# ---- design 1 ----
File: src/rtl/ifetch_unit_pkg.sv
// Shared fetch definitions: bus widths, default reset PC and the queue entry
// layout used by the fetch unit, decoder and imem wrapper.
package ifetch_unit_pkg;

    localparam int unsigned ADDR_W = 8;
    localparam int unsigned INST_W = 8;
    localparam logic [ADDR_W-1:0] RESET_PC_DEFAULT = 8'h00;

    typedef struct packed {
        logic [INST_W-1:0] inst;
        logic [ADDR_W-1:0] pc;
    } fetch_entry_t;

endpackage

File: src/rtl/ifetch_fifo.sv
// Prefetch queue: DEPTH x fetch_entry_t synchronous FIFO with flush.
// Head is read combinationally so an entry is visible right after its push edge.
module ifetch_fifo
    import ifetch_unit_pkg::*;
#(
    parameter int unsigned DEPTH = 4,
    localparam int unsigned PW = $clog2(DEPTH),
    localparam int unsigned CW = PW + 1
) (
    input  logic          clk,
    input  logic          rst,
    input  logic          push,
    input  logic          pop,
    input  logic          flush,
    input  fetch_entry_t  din,
    output fetch_entry_t  dout,
    output logic [CW-1:0] count,
    output logic          full,
    output logic          empty
);

    fetch_entry_t  mem [DEPTH];
    logic [PW-1:0] wptr;
    logic [PW-1:0] rptr;
    logic          do_push;
    logic          do_pop;

    assign full    = (count == CW'(DEPTH));
    assign empty   = (count == '0);
    assign do_pop  = pop & ~empty;
    assign do_push = push & (~full | do_pop);
    assign dout    = mem[rptr];

    always_ff @(posedge clk or posedge rst) begin
        if (rst) begin
            wptr  <= '0;
            rptr  <= '0;
            count <= '0;
            for (int unsigned i = 0; i < DEPTH; i++) begin
                mem[i] <= '0;
            end
        end else if (flush) begin
            wptr  <= '0;
            rptr  <= '0;
            count <= '0;
        end else begin
            if (do_push) begin
                mem[wptr] <= din;
                wptr      <= wptr + PW'(1);
            end
            if (do_pop) begin
                rptr <= rptr + PW'(1);
            end
            count <= count + CW'(do_push) - CW'(do_pop);
        end
    end

endmodule

File: src/rtl/ifetch_unit.sv
// Instruction fetch front end: PC register, imem request, prefetch queue and
// redirect flush. Define IFETCH_PERF_EN to add fetch/flush performance counters.
module ifetch_unit
    import ifetch_unit_pkg::*;
#(
    parameter int unsigned       DEPTH    = 4,
    parameter logic [ADDR_W-1:0] RESET_PC = RESET_PC_DEFAULT
) (
    input  logic              clk,
    input  logic              rst,
    input  logic              fetch_en,
    output logic [ADDR_W-1:0] imem_ad,
    input  logic [INST_W-1:0] imem_out,
    input  logic              redirect_valid,
    input  logic [ADDR_W-1:0] redirect_pc,
    output logic              inst_valid,
    output logic [INST_W-1:0] inst_data,
    output logic [ADDR_W-1:0] inst_pc,
`ifdef IFETCH_PERF_EN
    output logic [15:0]       perf_fetched,
    output logic [15:0]       perf_flushed,
`endif
    input  logic              inst_ready
);

    localparam int unsigned CW = $clog2(DEPTH) + 1;

    logic [ADDR_W-1:0] pc;
    logic              push;
    logic              pop;
    logic              full;
    logic              empty;
    logic [CW-1:0]     count;
    fetch_entry_t      head;
    fetch_entry_t      entry;

    assign imem_ad    = pc;
    assign inst_valid = ~empty;
    assign inst_data  = head.inst;
    assign inst_pc    = head.pc;
    assign pop        = inst_valid & inst_ready;
    assign push       = fetch_en & ~redirect_valid & (~full | pop);
    assign entry      = '{inst: imem_out, pc: pc};

    always_ff @(posedge clk or posedge rst) begin
        if (rst) begin
            pc <= RESET_PC;
        end else if (redirect_valid) begin
            pc <= redirect_pc;
        end else if (push) begin
            pc <= pc + 8'd1;
        end
    end

    ifetch_fifo #(
        .DEPTH(DEPTH)
    ) u_fifo (
        .clk  (clk),
        .rst  (rst),
        .push (push),
        .pop  (pop),
        .flush(redirect_valid),
        .din  (entry),
        .dout (head),
        .count(count),
        .full (full),
        .empty(empty)
    );

`ifdef IFETCH_PERF_EN
    // Discarded entries exclude the head the decoder consumes on the redirect edge.
    logic [16:0] flush_sum;
    assign flush_sum = 17'(perf_flushed) + 17'(count) - 17'(pop);

    always_ff @(posedge clk or posedge rst) begin
        if (rst) begin
            perf_fetched <= '0;
            perf_flushed <= '0;
        end else begin
            if (push && perf_fetched != '1) begin
                perf_fetched <= perf_fetched + 16'd1;
            end
            if (redirect_valid) begin
                perf_flushed <= flush_sum[16] ? '1 : flush_sum[15:0];
            end
        end
    end
`else
    logic unused_count;
    assign unused_count = ^count;
`endif

endmodule

File: config.mk
export PLATFORM = sky130hd
export DESIGN_NAME = ifetch_unit
export DESIGN_NICKNAME = d
export VERILOG_FILES = /design/src/rtl/ifetch_unit_pkg.sv /design/src/rtl/ifetch_fifo.sv /design/src/rtl/ifetch_unit.sv
export SDC_FILE = /design/constraint.sdc
export NUM_CORES = 1
export LEC_CHECK = 0
export CAP_MARGIN = 25
export CORE_UTILIZATION = 28
export CTS_CLUSTER_DIAMETER = 200
export DETAILED_ROUTE_END_ITERATION = 10
export PLACE_DENSITY_LB_ADDON = 0.15
export SYNTH_ARGS = -nofsm -noshare
export SYNTH_HDL_FRONTEND = slang
export SYNTH_SLANG_ARGS = --single-unit
export TNS_END_PERCENT = 5
File: constraint.sdc
create_clock -name clk -period 2.4 [get_ports clk]
set_input_delay 0.48 -clock clk [delete_from_list [all_inputs] [get_ports clk]]
set_output_delay 0.48 -clock clk [all_outputs]
set_load 0.01 [all_outputs]
# ---- design 2 ----
`src/rtl/seq_divider_32bits_pkg.sv`:
```
// Shared constants for the sequential restoring divider: state encoding,
// default widths and the divide-by-zero quotient pattern.
package seq_divider_32bits_pkg;

  localparam int DEF_WIDTH = 32;
  localparam int DEF_CNT_W = 6;

  typedef enum logic [1:0] {
    IDLE = 2'd0,
    CALC = 2'd1,
    FIX  = 2'd2,
    ZERO = 2'd3
  } state_t;

  localparam logic [DEF_WIDTH-1:0] DIV_ZERO_Q = 32'hFFFFFFFF;

endpackage

```
`src/rtl/seq_divider_32bits_if.sv`:
```
// Request/result bundle between the control unit (master) and the divider (slave).
interface seq_divider_32bits_if
  import seq_divider_32bits_pkg::*;
#(
  parameter int WIDTH = DEF_WIDTH
);

  // Handshake: start is taken only while busy=0 (divider in IDLE); starts seen
  // while busy=1 are dropped. done pulses for one cycle when quotient,
  // remainder and div_zero become valid; those stay held until the next done.
  logic             start;
  logic             is_signed;
  logic [WIDTH-1:0] dividend;
  logic [WIDTH-1:0] divisor;
  logic             busy;
  logic             done;
  logic [WIDTH-1:0] quotient;
  logic [WIDTH-1:0] remainder;
  logic             div_zero;
  state_t           dbg_state;

  modport master (
    output start, is_signed, dividend, divisor,
    input  busy, done, quotient, remainder, div_zero, dbg_state
  );

  modport slave (
    input  start, is_signed, dividend, divisor,
    output busy, done, quotient, remainder, div_zero, dbg_state
  );

endinterface

```
`src/rtl/seq_divider_32bits_div_sub_step.sv`:
```
// One restoring-division step: shift in a dividend bit, trial-subtract the
// divisor with an inverted-B add, keep the difference when no borrow occurs.
module seq_divider_32bits_div_sub_step #(
  parameter int WIDTH = 32
) (
  input  logic [WIDTH:0]   p_in,
  input  logic             shift_bit,
  input  logic [WIDTH-1:0] d,
  output logic [WIDTH:0]   p_out,
  output logic             q_bit
);

  logic [WIDTH:0]   p_sh;
  logic [WIDTH+1:0] sum;

  assign p_sh = {p_in[WIDTH-1:0], shift_bit};
  // Carry-out of the 33-bit add is the inverse of the borrow.
  assign sum   = {1'b0, p_sh} + {1'b0, ~{1'b0, d}} + {{(WIDTH+1){1'b0}}, 1'b1};
  assign q_bit = sum[WIDTH+1];
  assign p_out = q_bit ? sum[WIDTH:0] : p_sh;

endmodule

```
`src/rtl/seq_divider_32bits.sv`:
```
// Multi-cycle signed/unsigned restoring divider: one trial subtraction per
// clock, sign fix-up in a final cycle, short path for a zero divisor.
module seq_divider_32bits
  import seq_divider_32bits_pkg::*;
#(
  parameter int WIDTH = DEF_WIDTH,
  parameter int CNT_W = DEF_CNT_W
) (
  input logic                clk,
  input logic                rst,
  seq_divider_32bits_if.slave bus
);

  localparam logic [WIDTH-1:0] ONE      = WIDTH'(1);
  localparam logic [CNT_W-1:0] CNT_ONE  = CNT_W'(1);
  localparam logic [CNT_W-1:0] CNT_INIT = CNT_W'(WIDTH);

  state_t           state, state_nxt;
  logic [WIDTH:0]   p_r, p_nxt;
  logic [WIDTH-1:0] q_r, d_r;
  logic [CNT_W-1:0] cnt_r;
  logic             qneg_r, rneg_r, q_bit;
  logic             sa, sb;
  logic [WIDTH-1:0] a_mag, b_mag, q_fix, r_fix;

  assign sa    = bus.is_signed & bus.dividend[WIDTH-1];
  assign sb    = bus.is_signed & bus.divisor[WIDTH-1];
  assign a_mag = sa ? (~bus.dividend + ONE) : bus.dividend;
  assign b_mag = sb ? (~bus.divisor + ONE) : bus.divisor;
  assign q_fix = qneg_r ? (~q_r + ONE) : q_r;
  assign r_fix = rneg_r ? (~p_r[WIDTH-1:0] + ONE) : p_r[WIDTH-1:0];

  assign bus.dbg_state = state;

  seq_divider_32bits_div_sub_step #(.WIDTH(WIDTH)) u_step (
    .p_in      (p_r),
    .shift_bit (q_r[WIDTH-1]),
    .d         (d_r),
    .p_out     (p_nxt),
    .q_bit     (q_bit)
  );

  always_ff @(posedge clk) begin
    if (rst) state <= IDLE;
    else     state <= state_nxt;
  end

  always_comb begin
    state_nxt = state;
    unique case (state)
      IDLE:    if (bus.start) state_nxt = (bus.divisor == '0) ? ZERO : CALC;
      CALC:    if (cnt_r == CNT_ONE) state_nxt = FIX;
      FIX:     state_nxt = IDLE;
      ZERO:    state_nxt = IDLE;
      default: state_nxt = IDLE;
    endcase
  end

  always_ff @(posedge clk) begin
    if (rst) begin
      p_r           <= '0;
      q_r           <= '0;
      d_r           <= '0;
      cnt_r         <= '0;
      qneg_r        <= 1'b0;
      rneg_r        <= 1'b0;
      bus.busy      <= 1'b0;
      bus.done      <= 1'b0;
      bus.quotient  <= '0;
      bus.remainder <= '0;
      bus.div_zero  <= 1'b0;
    end else begin
      bus.done <= 1'b0;
      case (state)
        IDLE: begin
          if (bus.start) begin
            bus.busy <= 1'b1;
            if (bus.divisor != '0) begin
              p_r    <= '0;
              q_r    <= a_mag;
              d_r    <= b_mag;
              cnt_r  <= CNT_INIT;
              qneg_r <= sa ^ sb;
              rneg_r <= sa;
            end else begin
              // Zero divisor: the raw dividend is returned as the remainder.
              q_r <= bus.dividend;
            end
          end
        end
        CALC: begin
          p_r   <= p_nxt;
          q_r   <= {q_r[WIDTH-2:0], q_bit};
          cnt_r <= cnt_r - CNT_ONE;
        end
        FIX: begin
          bus.quotient  <= q_fix;
          bus.remainder <= r_fix;
          bus.div_zero  <= 1'b0;
          bus.done      <= 1'b1;
          bus.busy      <= 1'b0;
        end
        ZERO: begin
          bus.quotient  <= DIV_ZERO_Q;
          bus.remainder <= q_r;
          bus.div_zero  <= 1'b1;
          bus.done      <= 1'b1;
          bus.busy      <= 1'b0;
        end
        default: ;
      endcase
    end
  end

endmodule

```
`src/flat_wrapper.sv`:
```
// flat-port wrapper written by rule: the top's interface ports become plain ports
module seq_divider_32bits_flat import seq_divider_32bits_pkg::*;
#(
  parameter int WIDTH = DEF_WIDTH,
  parameter int CNT_W = DEF_CNT_W
)
  (clk, rst, bus_start, bus_is_signed, bus_dividend, bus_divisor, bus_busy, bus_done, bus_quotient, bus_remainder, bus_div_zero, bus_dbg_state);
  seq_divider_32bits_if #(.WIDTH(WIDTH)) bus_i ();
  input logic clk;
  input logic rst;
  input wire logic [$bits(bus_i.start)-1:0] bus_start;
  input wire logic [$bits(bus_i.is_signed)-1:0] bus_is_signed;
  input wire logic [$bits(bus_i.dividend)-1:0] bus_dividend;
  input wire logic [$bits(bus_i.divisor)-1:0] bus_divisor;
  output wire logic [$bits(bus_i.busy)-1:0] bus_busy;
  output wire logic [$bits(bus_i.done)-1:0] bus_done;
  output wire logic [$bits(bus_i.quotient)-1:0] bus_quotient;
  output wire logic [$bits(bus_i.remainder)-1:0] bus_remainder;
  output wire logic [$bits(bus_i.div_zero)-1:0] bus_div_zero;
  output wire logic [$bits(bus_i.dbg_state)-1:0] bus_dbg_state;
  assign bus_i.start = bus_start;
  assign bus_i.is_signed = bus_is_signed;
  assign bus_i.dividend = bus_dividend;
  assign bus_i.divisor = bus_divisor;
  assign bus_busy = bus_i.busy;
  assign bus_done = bus_i.done;
  assign bus_quotient = bus_i.quotient;
  assign bus_remainder = bus_i.remainder;
  assign bus_div_zero = bus_i.div_zero;
  assign bus_dbg_state = bus_i.dbg_state;
  seq_divider_32bits #(.WIDTH(WIDTH), .CNT_W(CNT_W)) u_core (.clk(clk), .rst(rst), .bus(bus_i));
endmodule
```
`config.mk`:
```
export PLATFORM = sky130hd
export DESIGN_NAME = seq_divider_32bits_flat
export DESIGN_NICKNAME = d
export VERILOG_FILES = /design/src/rtl/seq_divider_32bits_pkg.sv /design/src/rtl/seq_divider_32bits_if.sv /design/src/rtl/seq_divider_32bits_div_sub_step.sv /design/src/rtl/seq_divider_32bits.sv /design/src/flat_wrapper.sv
export SDC_FILE = /design/constraint.sdc
export NUM_CORES = 1
export LEC_CHECK = 0
export CORE_ASPECT_RATIO = 1.2
export CORE_MARGIN = 10
export CORE_UTILIZATION = 62
export DETAILED_ROUTE_END_ITERATION = 16
export HOLD_SLACK_MARGIN = 0.15
export PLACE_DENSITY = 0.86
export SYNTH_ARGS = -nofsm -noshare
export SYNTH_HDL_FRONTEND = slang
export SYNTH_HIERARCHICAL = 1
export SYNTH_SLANG_ARGS = --single-unit
```
`constraint.sdc`:
```
create_clock -name clk -period 5.94 [get_ports clk]
set_input_delay 1.188 -clock clk [delete_from_list [all_inputs] [get_ports clk]]
set_output_delay 1.188 -clock clk [all_outputs]
set_load 0.02 [all_outputs]
```
# ---- design 3 ----
`src/rtl/step_sched_pkg.sv`:
```
// Shared definitions for the step scheduler: FSM state encodings and the
// default lower bound on the step period.
package step_sched_pkg;

    localparam int SS_MIN_PERIOD = 8;

    typedef enum logic [1:0] {
        SS_IDLE    = 2'd0,
        SS_ARMED   = 2'd1,
        SS_COMPUTE = 2'd2
    } ss_state_e;

endpackage

```
`src/rtl/step_sched.sv`:
```
// Step scheduler: issues periodic single-cycle step pulses to the compute block,
// flags overruns, and applies parameter-bank swaps only at step boundaries.
module step_sched
    import step_sched_pkg::*;
#(
    parameter int PERIOD_W   = 16,
    parameter int CNT_W      = 32,
    parameter int MIN_PERIOD = SS_MIN_PERIOD
) (
    input  logic                clk,
    input  logic                rst,
    input  logic                run,
    input  logic                single,
    input  logic [PERIOD_W-1:0] period,
    input  logic                comp_ready,
    input  logic                bank_swap_req,
    input  logic                clr_err,
    output logic                step,
    output logic                en,
    output logic                bank_sel,
    output logic                swap_ack,
    output logic                busy,
    output logic                overrun,
    output logic [CNT_W-1:0]    overrun_cnt,
    output logic [CNT_W-1:0]    step_cnt
);

    localparam logic [PERIOD_W-1:0] MIN_P = PERIOD_W'(MIN_PERIOD);

    ss_state_e           state_q, state_d;
    logic [PERIOD_W-1:0] timer_q, timer_d;
    logic                swap_pend_q, swap_pend_d;
    logic                step_q, en_q, busy_q, bank_sel_q, swap_ack_q, overrun_q;
    logic                bank_sel_d, overrun_d;
    logic [CNT_W-1:0]    overrun_cnt_q, overrun_cnt_d;
    logic [CNT_W-1:0]    step_cnt_q, step_cnt_d;

    logic [PERIOD_W-1:0] eff_period;
    logic [PERIOD_W-1:0] reload_val;
    logic [PERIOD_W-1:0] timer_dec;
    logic                timer_zero;
    logic                issue;
    logic                ovr_evt;
    logic                swap_apply;

    assign eff_period = (period < MIN_P) ? MIN_P : period;
    assign reload_val = eff_period - PERIOD_W'(1);
    assign timer_zero = (timer_q == '0);
    assign timer_dec  = timer_zero ? '0 : timer_q - PERIOD_W'(1);

    // Next-state logic; comp_ready is evaluated before the timer so an on-time
    // completion at expiry launches the next step instead of counting an overrun.
    always_comb begin
        state_d = state_q;
        timer_d = timer_q;
        issue   = 1'b0;
        ovr_evt = 1'b0;
        case (state_q)
            SS_IDLE: begin
                if (run || single) begin
                    issue   = 1'b1;
                    timer_d = reload_val;
                    state_d = SS_COMPUTE;
                end
            end
            SS_ARMED: begin
                if (!run) begin
                    state_d = SS_IDLE;
                    timer_d = timer_dec;
                end else if (timer_zero) begin
                    issue   = 1'b1;
                    timer_d = reload_val;
                    state_d = SS_COMPUTE;
                end else begin
                    timer_d = timer_dec;
                end
            end
            SS_COMPUTE: begin
                if (comp_ready) begin
                    if (!run) begin
                        state_d = SS_IDLE;
                        timer_d = timer_dec;
                    end else if (timer_zero) begin
                        issue   = 1'b1;
                        timer_d = reload_val;
                    end else begin
                        state_d = SS_ARMED;
                        timer_d = timer_dec;
                    end
                end else if (timer_zero) begin
                    ovr_evt = 1'b1;
                    timer_d = reload_val;
                end else begin
                    timer_d = timer_dec;
                end
            end
            default: begin
                state_d = SS_IDLE;
                timer_d = '0;
            end
        endcase
    end

    // A request landing in the same cycle as an application re-arms the pending flag.
    always_comb begin
        swap_apply  = swap_pend_q && ((state_q == SS_IDLE) || issue);
        swap_pend_d = bank_swap_req || (swap_pend_q && !swap_apply);
        bank_sel_d  = swap_apply ? !bank_sel_q : bank_sel_q;
        step_cnt_d  = step_cnt_q + CNT_W'(issue);

        overrun_d     = overrun_q;
        overrun_cnt_d = overrun_cnt_q;
        if (clr_err) begin
            overrun_d     = ovr_evt;
            overrun_cnt_d = CNT_W'(ovr_evt);
        end else if (ovr_evt) begin
            overrun_d     = 1'b1;
            overrun_cnt_d = (&overrun_cnt_q) ? overrun_cnt_q : overrun_cnt_q + CNT_W'(1);
        end
    end

    always_ff @(posedge clk or negedge rst) begin
        if (!rst) begin
            state_q       <= SS_IDLE;
            timer_q       <= '0;
            swap_pend_q   <= 1'b0;
            step_q        <= 1'b0;
            en_q          <= 1'b0;
            busy_q        <= 1'b0;
            bank_sel_q    <= 1'b0;
            swap_ack_q    <= 1'b0;
            overrun_q     <= 1'b0;
            overrun_cnt_q <= '0;
            step_cnt_q    <= '0;
        end else begin
            state_q       <= state_d;
            timer_q       <= timer_d;
            swap_pend_q   <= swap_pend_d;
            step_q        <= issue;
            en_q          <= (state_d != SS_IDLE);
            busy_q        <= (state_d == SS_COMPUTE);
            bank_sel_q    <= bank_sel_d;
            swap_ack_q    <= swap_apply;
            overrun_q     <= overrun_d;
            overrun_cnt_q <= overrun_cnt_d;
            step_cnt_q    <= step_cnt_d;
        end
    end

    assign step        = step_q;
    assign en          = en_q;
    assign busy        = busy_q;
    assign bank_sel    = bank_sel_q;
    assign swap_ack    = swap_ack_q;
    assign overrun     = overrun_q;
    assign overrun_cnt = overrun_cnt_q;
    assign step_cnt    = step_cnt_q;

endmodule

```
`config.mk`:
```
export PLATFORM = sky130hd
export DESIGN_NAME = step_sched
export DESIGN_NICKNAME = d
export VERILOG_FILES = /design/src/rtl/step_sched_pkg.sv /design/src/rtl/step_sched.sv
export SDC_FILE = /design/constraint.sdc
export NUM_CORES = 1
export LEC_CHECK = 0
export ABC_AREA = 1
export ABC_CLOCK_PERIOD_IN_PS = 5000
export CAP_MARGIN = 20
export CORE_MARGIN = 2
export CORE_UTILIZATION = 45
export CTS_CLUSTER_DIAMETER = 100
export CTS_CLUSTER_SIZE = 28
export DETAILED_ROUTE_END_ITERATION = 7
export GPL_TIMING_DRIVEN = 0
export PLACE_DENSITY = 0.8
export SYNTH_ARGS = -nofsm -noshare
export SYNTH_HDL_FRONTEND = slang
export SYNTH_SLANG_ARGS = --single-unit
```
`constraint.sdc`:
```
create_clock -name clk -period 5 [get_ports clk]
set_clock_uncertainty 0.2 [all_clocks]
set_input_delay 1 -clock clk [delete_from_list [all_inputs] [get_ports clk]]
set_output_delay 1 -clock clk [all_outputs]
set_load 0.005 [all_outputs]
```
# ---- design 4 ----
--- src/rtl/approx_adder_err_accum.sv ---
// approx_adder_err_accum
//
// Streaming error-metric accumulator for 16-bit approximate adders. Each
// accepted sample carries both operands and the approximate adder's sum. The
// block recomputes the exact sum, takes the absolute error, and accumulates
// run statistics over num_samples samples. It then raises done and holds the
// results until the next start.
//
// Ports
//   clk, rst_n         clock (rising edge), asynchronous active-low reset
//   start              begins a run; honoured only in IDLE or DONE
//   num_samples        run length, latched on an accepted start
//   in_valid/in_ready  sample handshake; in_ready never depends on in_valid
//   op_a, op_b         operands applied to the approximate adder
//   approx_sum         approximate adder output (MSB = carry-out)
//   busy               high while running or draining the pipeline
//   done               high when the results are final and stable
//   sample_cnt         samples accumulated
//   err_cnt            samples with non-zero error
//   err_sum            saturating sum of absolute errors
//   err_max            largest absolute error seen
//   err_max_idx        0-based index of the first sample reaching err_max

module approx_adder_err_accum #(
  parameter int unsigned WIDTH = 16,
  parameter int unsigned CNT_W = 32,
  parameter int unsigned ACC_W = 48
) (
  input  logic             clk,
  input  logic             rst_n,
  input  logic             start,
  input  logic [CNT_W-1:0] num_samples,
  input  logic             in_valid,
  output logic             in_ready,
  input  logic [WIDTH-1:0] op_a,
  input  logic [WIDTH-1:0] op_b,
  input  logic [WIDTH:0]   approx_sum,
  output logic             busy,
  output logic             done,
  output logic [CNT_W-1:0] sample_cnt,
  output logic [CNT_W-1:0] err_cnt,
  output logic [ACC_W-1:0] err_sum,
  output logic [WIDTH:0]   err_max,
  output logic [CNT_W-1:0] err_max_idx
);

  typedef enum logic [1:0] {
    IDLE  = 2'd0,
    RUN   = 2'd1,
    DRAIN = 2'd2,
    DONE  = 2'd3
  } state_t;

  state_t state, state_nxt;

  logic [CNT_W-1:0] n_lat;
  logic [CNT_W-1:0] accepted;

  // stage-1 pipeline registers
  logic             s1_valid;
  logic [WIDTH:0]   s1_exact;
  logic [WIDTH:0]   s1_approx;
  logic [CNT_W-1:0] s1_idx;

  logic             start_ok;
  logic             accept;
  logic             last_accept;
  logic [WIDTH:0]   err_mag;
  logic [ACC_W:0]   sum_ext;

  assign start_ok    = start && ((state == IDLE) || (state == DONE));
  assign in_ready    = (state == RUN) && (accepted < n_lat);
  assign accept      = in_valid && in_ready;
  assign last_accept = accept && (accepted == (n_lat - CNT_W'(1)));

  assign busy = (state == RUN) || (state == DRAIN);
  assign done = (state == DONE);

  // Magnitude of the signed (WIDTH+2)-bit difference, formed by ordering the
  // operands so the subtraction can never go negative.
  always_comb begin
    err_mag = '0;
    if (s1_exact >= s1_approx) begin
      err_mag = s1_exact - s1_approx;
    end else begin
      err_mag = s1_approx - s1_exact;
    end
  end

  // One extra bit catches overflow. Once err_sum is all-ones, any non-zero
  // error overflows again, so the saturated value is sticky for the run.
  assign sum_ext = {1'b0, err_sum} + (ACC_W+1)'(err_mag);

  // ------------------------------------------------------------------
  // state register
  // ------------------------------------------------------------------
  always_ff @(posedge clk or negedge rst_n) begin
    if (!rst_n) begin
      state <= IDLE;
    end else begin
      state <= state_nxt;
    end
  end

  always_comb begin
    state_nxt = state;
    unique case (state)
      IDLE, DONE: begin
        if (start) begin
          state_nxt = (num_samples == '0) ? DONE : RUN;
        end
      end
      RUN: begin
        if (last_accept) begin
          state_nxt = DRAIN;
        end
      end
      DRAIN: begin
        // the final sample sits in stage 1 for one cycle after acceptance
        if (!s1_valid) begin
          state_nxt = DONE;
        end
      end
      default: state_nxt = IDLE;
    endcase
  end

  // ------------------------------------------------------------------
  // run length and acceptance counter
  // ------------------------------------------------------------------
  always_ff @(posedge clk or negedge rst_n) begin
    if (!rst_n) begin
      n_lat    <= '0;
      accepted <= '0;
    end else if (start_ok) begin
      n_lat    <= num_samples;
      accepted <= '0;
    end else if (accept) begin
      accepted <= accepted + CNT_W'(1);
    end
  end

  // ------------------------------------------------------------------
  // stage 1: exact sum, captured approximate sum and sample index
  // ------------------------------------------------------------------
  always_ff @(posedge clk or negedge rst_n) begin
    if (!rst_n) begin
      s1_valid  <= 1'b0;
      s1_exact  <= '0;
      s1_approx <= '0;
      s1_idx    <= '0;
    end else begin
      s1_valid <= accept;
      if (accept) begin
        s1_exact  <= {1'b0, op_a} + {1'b0, op_b};
        s1_approx <= approx_sum;
        s1_idx    <= accepted;
      end
    end
  end

  // ------------------------------------------------------------------
  // stage 2: accumulators
  // ------------------------------------------------------------------
  always_ff @(posedge clk or negedge rst_n) begin
    if (!rst_n) begin
      sample_cnt  <= '0;
      err_cnt     <= '0;
      err_sum     <= '0;
      err_max     <= '0;
      err_max_idx <= '0;
    end else if (start_ok) begin
      sample_cnt  <= '0;
      err_cnt     <= '0;
      err_sum     <= '0;
      err_max     <= '0;
      err_max_idx <= '0;
    end else if (s1_valid) begin
      sample_cnt <= sample_cnt + CNT_W'(1);
      if (err_mag != '0) begin
        err_cnt <= err_cnt + CNT_W'(1);
      end
      if (sum_ext[ACC_W]) begin
        err_sum <= '1;
      end else begin
        err_sum <= sum_ext[ACC_W-1:0];
      end
      // strict compare: on a tie the earlier index is kept
      if (err_mag > err_max) begin
        err_max     <= err_mag;
        err_max_idx <= s1_idx;
      end
    end
  end

endmodule

--- config.mk ---
export PLATFORM = sky130hd
export DESIGN_NAME = approx_adder_err_accum
export DESIGN_NICKNAME = d
export VERILOG_FILES = /design/src/rtl/approx_adder_err_accum.sv
export SDC_FILE = /design/constraint.sdc
export NUM_CORES = 1
export LEC_CHECK = 0
export CAP_MARGIN = 20
export CORE_MARGIN = 2
export CORE_UTILIZATION = 35
export DETAILED_ROUTE_END_ITERATION = 7
export HOLD_SLACK_MARGIN = 0.08
export SLEW_MARGIN = 20
export SYNTH_ARGS = -nofsm -noshare
export SYNTH_HDL_FRONTEND = slang
export SYNTH_SLANG_ARGS = --single-unit
--- constraint.sdc ---
create_clock -name clk -period 7.4 [get_ports clk]
set_clock_uncertainty 0.1 [all_clocks]
set_input_delay 1.85 -clock clk [delete_from_list [all_inputs] [get_ports clk]]
set_output_delay 1.85 -clock clk [all_outputs]
set_load 0.05 [all_outputs]

==> screenshots <==
Where the registers sit.
Plate I
The bar under the picture is 20 um long. Other sequential cells in the stronger gray, the rest of the logic in the fainter gray.
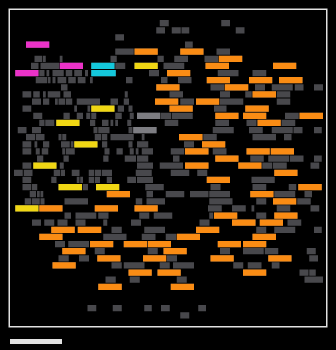
Plate II
The bar under the picture is 50 um long. Other sequential cells in the stronger gray, the rest of the logic in the fainter gray.
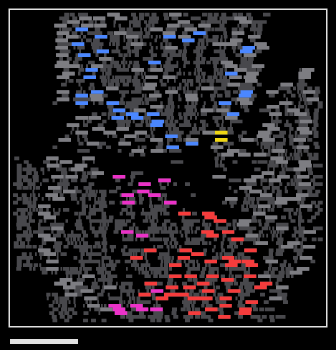
Plate III
The bar under the picture is 20 um long. Other sequential cells in the stronger gray, the rest of the logic in the fainter gray.
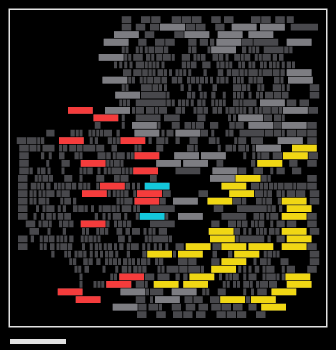
- design 3 = Plate III
- design 1 = Plate I
- design 4 = Plate II
The one with the most sequential cells is Plate II.

Key to Plate III:
legend:
  cyan:
    name_in_the_netlist: state_q
    sequential_cells: 2
  red:
    name_in_the_netlist: timer_q
    sequential_cells: 16
  yellow:
    name_in_the_netlist: step_cnt
    sequential_cells: 32
not colored: 39

Design 3, M2 wires:
The bar under the picture is 20 um long.
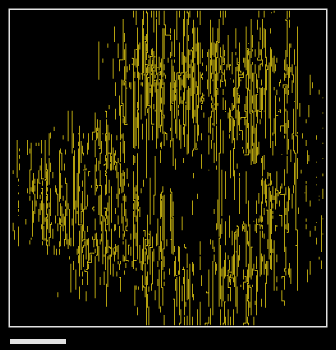
longest straight run: 38.1 um
share of all routed wire: 47%
M2 GR Usage: 0.343
final WL: 13000 um

Design 3, gate-type map:
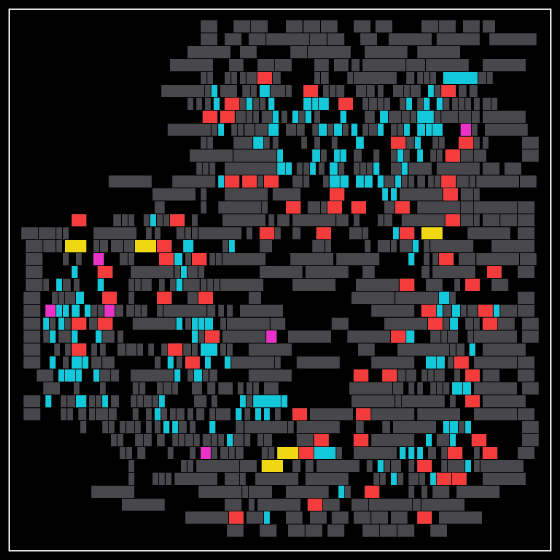
legend:
  red:
    family: XOR/XNOR gates
    cells: 68
  cyan:
    family: NOR gates
    cells: 134
  magenta:
    family: AND and OR gates
    cells: 6
  yellow:
    family: adder and majority cells
    cells: 5
most frequent logic cell in the layout: nand2_1
non-filler instance count after layout: 965
multi-input combinational area share: 0.414

==> deck_impl_summary.md, design 3 <==
Run Summary

Floorplanning
  – Die extent in y: 114 um

Final layout
  – Clock buf/inv share: 0.0493
  – Fillers: between 1k and 1.5k
  – Final instance area: 6870 sq um
  – Core Util, Final: 0.580
  – Multi-input logic area: 2850 sq um
  – Nets: 841
  – Area Growth Syn to Fin: 27.2%

Critical path
  – Crit path capture type: flip-flop

Drt
  – WL met1: about 6000 um
  – WL met2: about 6100 um

Placement
  – GP Congestion: 0.937
  – IO Port Bufs: around 92

Synth
  – Post-synthesis cell count: 709
  – Post-Syn Area: 5410 sq um
  – Cell area leaders: dfrtp_1, nand2_1, nor2_1, xor2_1, xnor2_1
  – Synth Warn #: 0
  – Ys flop type: dfrtp_1

Pwr
  – Maximum VDD drop: 0.000148 V
  – Comb group: 0.707 mW

Run status
  – Status: complete, no violations
Design 4, signal wires on met3:
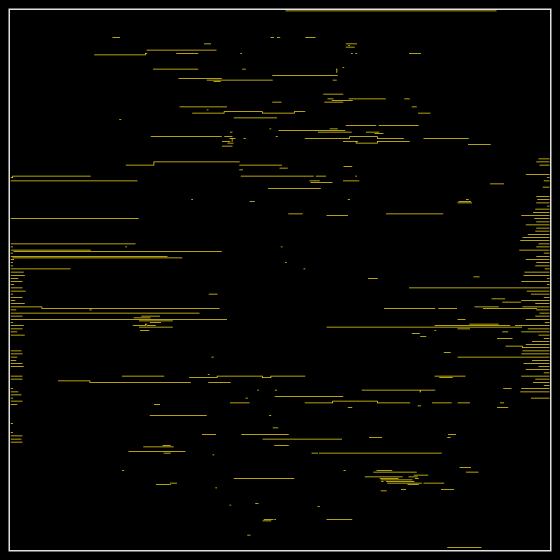
main direction: horizontal
nets with wire on the layer: 239
wire length on this layer: 3380 um
share of all routed wire: 6.3%
grt met3 use: 0.0419
total number of vias: 16.2k
final WL: 53300 um

==> deck_impl_summary.md, design 4 <==
Run Summary

Synth
  – Mapped Nets: 2250
  – Synth top cell by count: dfrtp_1
  – Seq share, synth: 0.400
  – Xor/xnor share: 0.0543

Pwr
  – Sw frac: 0.488
  – P_int: 5.70 mW
  – Switching Power: 5.43 mW
  – Clk power: 1.84 mW
  – Maximum VDD drop: 0.000381 V
  – Clk pwr share: 0.165
  – Sequential Power: 2.24 mW

Final layout
  – Flop count: between 200 and 300
  – Multi-input logic area: 10100 sq um
  – Nets: 2457

Drt
  – 1st-iter DRT viols: roughly 1.1k

Critical path
  – Worst-path fanout max: 5
  – Critical Path, Cell by Cell: inv_1 > ha_1 > a21o_1 > a21o_1 > a21o_1 > a21oi_1 > a21oi_1 > o211a_1 > a2111oi_0 > and2_1 > clkdlybuf4s50_1
  – Crit path kind: flip-flop to output port

Floorplanning
  – Die extent in y: 233 um
  – Die extent in x: 233 um
  – Tap cells: 688

Clock tree
  – Insertion Delay late pin: ~0.56 ns
  – Num Clock Sinks: slightly below 300

Run
  – Log Warnings: 46

Global routing
  – Largest net degree at the start of global routing: 172

Run status
  – Status: complete, no violations
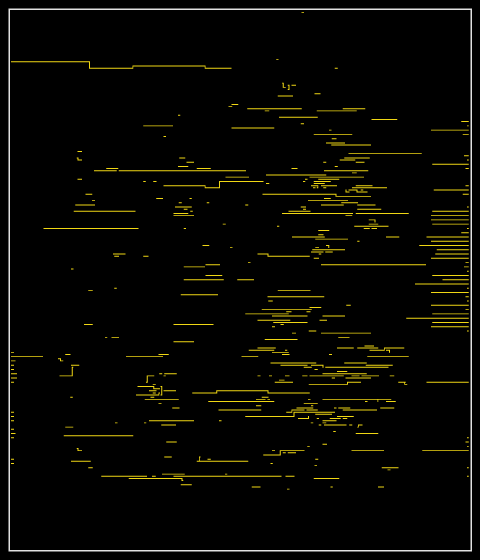
Design 2: signal wires on met3
nets with wire on the layer: 232
longest straight run: 40.3 um
share of all routed wire: 5.7%
wire length on this layer: 2020 um
main direction: horizontal

Design 2, port wiring:
The bar under the picture is 50 um long.
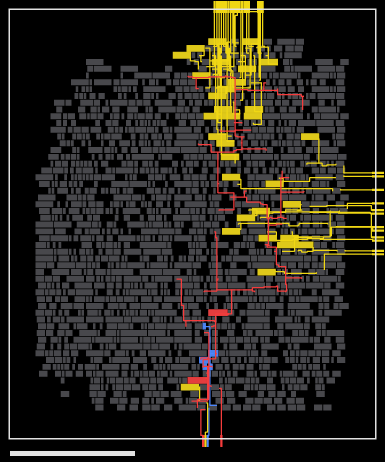
legend:
  blue:
    port: bus_start
    direction: input
    end_cells: 5
    buffers: 1
    wire: 52.6 um
  red:
    port: bus_dbg_state
    direction: output
    end_cells: 2
    buffers: 3
    wire: 558 um
  yellow:
    port: bus_remainder
    direction: output
    end_cells: 32
    buffers: 32
    wire: 1390 um

==> deck_impl_summary.md, design 2 <==
Run Summary

Hold path
  – Min-Delay Startpoint: u_core/bus.remainder[13]

Drt
  – WL met2: 17500 um
  – Total number of vias: 11.8k
  – Antenna Nets Post-Route: 0

Global routing
  – GRT Total Usage: 0.271
  – Largest net degree at the start of global routing: around 120
  – Met1 GRT Util: 0.298

Timing
  – Slew headroom: 0.366
  – Worst Clk Skew: 0.00955 ns

Final layout
  – Nets: 1674
  – Multi-input logic area: approximately 7700 sq um

Critical path
  – Worst path slowest cell: or4_1
  – Critical path required time: about 6.3 ns
  – Critical Path, Cell by Cell: clkdlybuf4s50_1 > inv_1 > ha_1 > nor3b_1 > nand4_1 > or4_1 > o21ai_4 > a22oi_1 > nor2_1

Pwr
  – Comb group: slightly above 3 mW

Synth
  – Post-synthesis cell count: approximately 1.5k

Run status
  – Status: complete, no violations
Design 1, routing congestion:
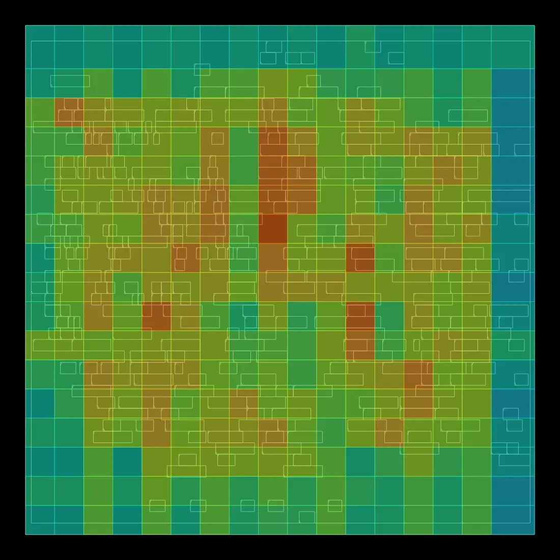
Routed wire per std cell: 16.7 um
Core Util, Final: 0.374
met1 GRT Util: 0.183
M2 GR Usage: 0.197
grt met3 use: 0.0325

==> deck_impl_summary.md, design 1 <==
Run Summary

Run status
  – Status: complete, no violations

Pwr
  – Switching Power: between 1.5 and 2 mW
  – Sequential Power: approximately 2.1 mW
  – Comb group: 1.98 mW
  – Maximum VDD drop: 0.000484 V
  – Sw frac: 0.290
  – Pwr dens: 1070 nW/um^2
  – Max power group: sequential cells

Synth
  – Simple-Gate Area Share: 0.0787
  – Post-synthesis adder-cell area fraction: 0.0273

Clock tree
  – Worst-path clk slew: 0.06 ns
  – CTS Hold Bufs: 0

Hold path
  – Worst min path class: flip-flop to flip-flop

Drt
  – DR pass1 iterations: 4
  – Highest metal used: met4
  – DRC: 0

Global routing
  – Busiest grt layer: met2

Timing
  – Slew Limit Fails: 0
  – Worst hold slack: roughly 0.50 ns

Final layout
  – Most frequent logic cell in the layout: dfrtp_1
  – Non-Clock Buffer Count: 72
  – Fillers: between 1k and 1.5k
  – Nets: 361

Floorplanning
  – # IOs: 46
  – Die extent in y: approximately 120 um
  – Core area: 13500 sq um

Run
  – Log Warnings: 30

Critical path
  – Crit path capture type: output port
  – Crit-path leading delay family: buffers and inverters
  – Critical Path, Cell by Cell: buf_6 > mux4_2 > clkdlybuf4s50_1


## Gallery

Gate-type map.
shot_01.png
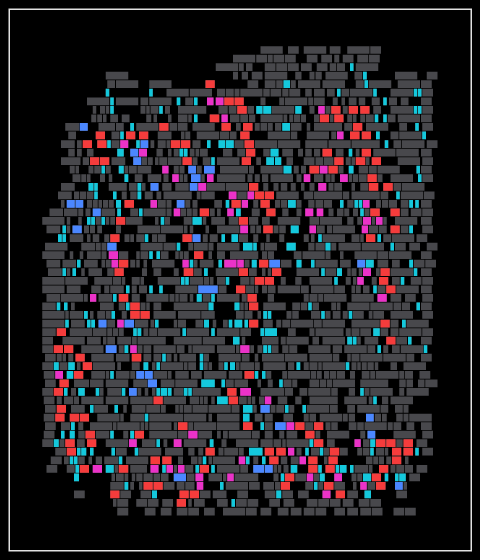
shot_02.png
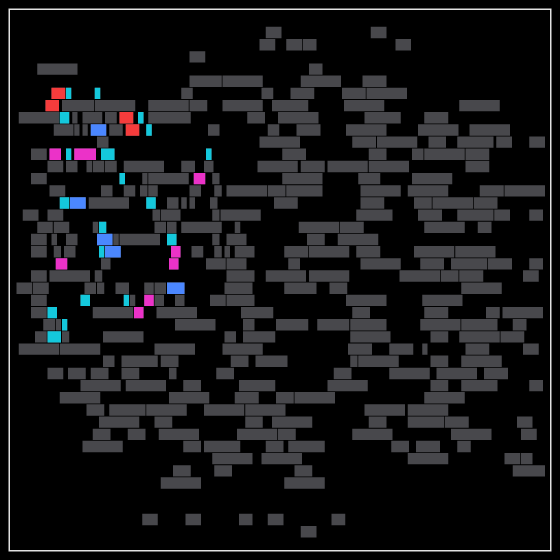
shot_03.png
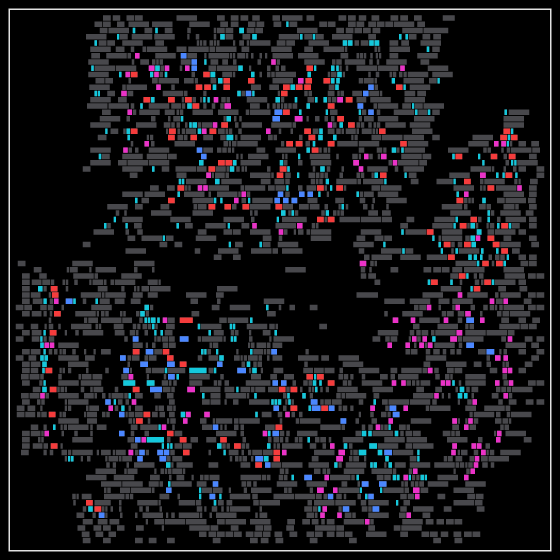
- fewest cells: shot_02.png
- design 1 = shot_02.png
- design 2 = shot_01.png
- design 4 = shot_03.png

Key to shot_02.png:
legend:
  cyan:
    family: NOR gates
    cells: 19
  blue:
    family: AND-OR and OR-AND gates
    cells: 5
    where: west
  magenta:
    family: AND and OR gates
    cells: 8
    where: west
  red:
    family: XOR/XNOR gates
    cells: 4
    where: north-west


==> screenshots <==
M2 wires.
picture 1
The bar under the picture is 50 um long.
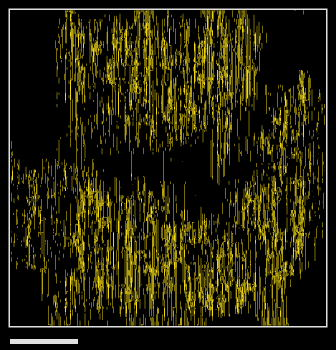
picture 2
The bar under the picture is 20 um long.
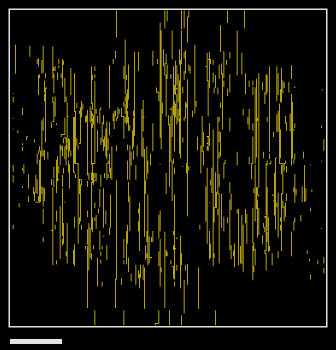
picture 3
The bar under the picture is 50 um long.
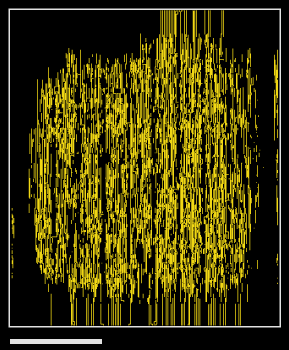
design 1: picture 2
design 2: picture 3
design 4: picture 1
Of these, smallest die: picture 2

Key to picture 1:
longest straight run: 58.1 um
nets with wire on the layer: 2060
wire length on this layer: 23.5 mm
main direction: vertical

Power and IR drop assume default switching activity.
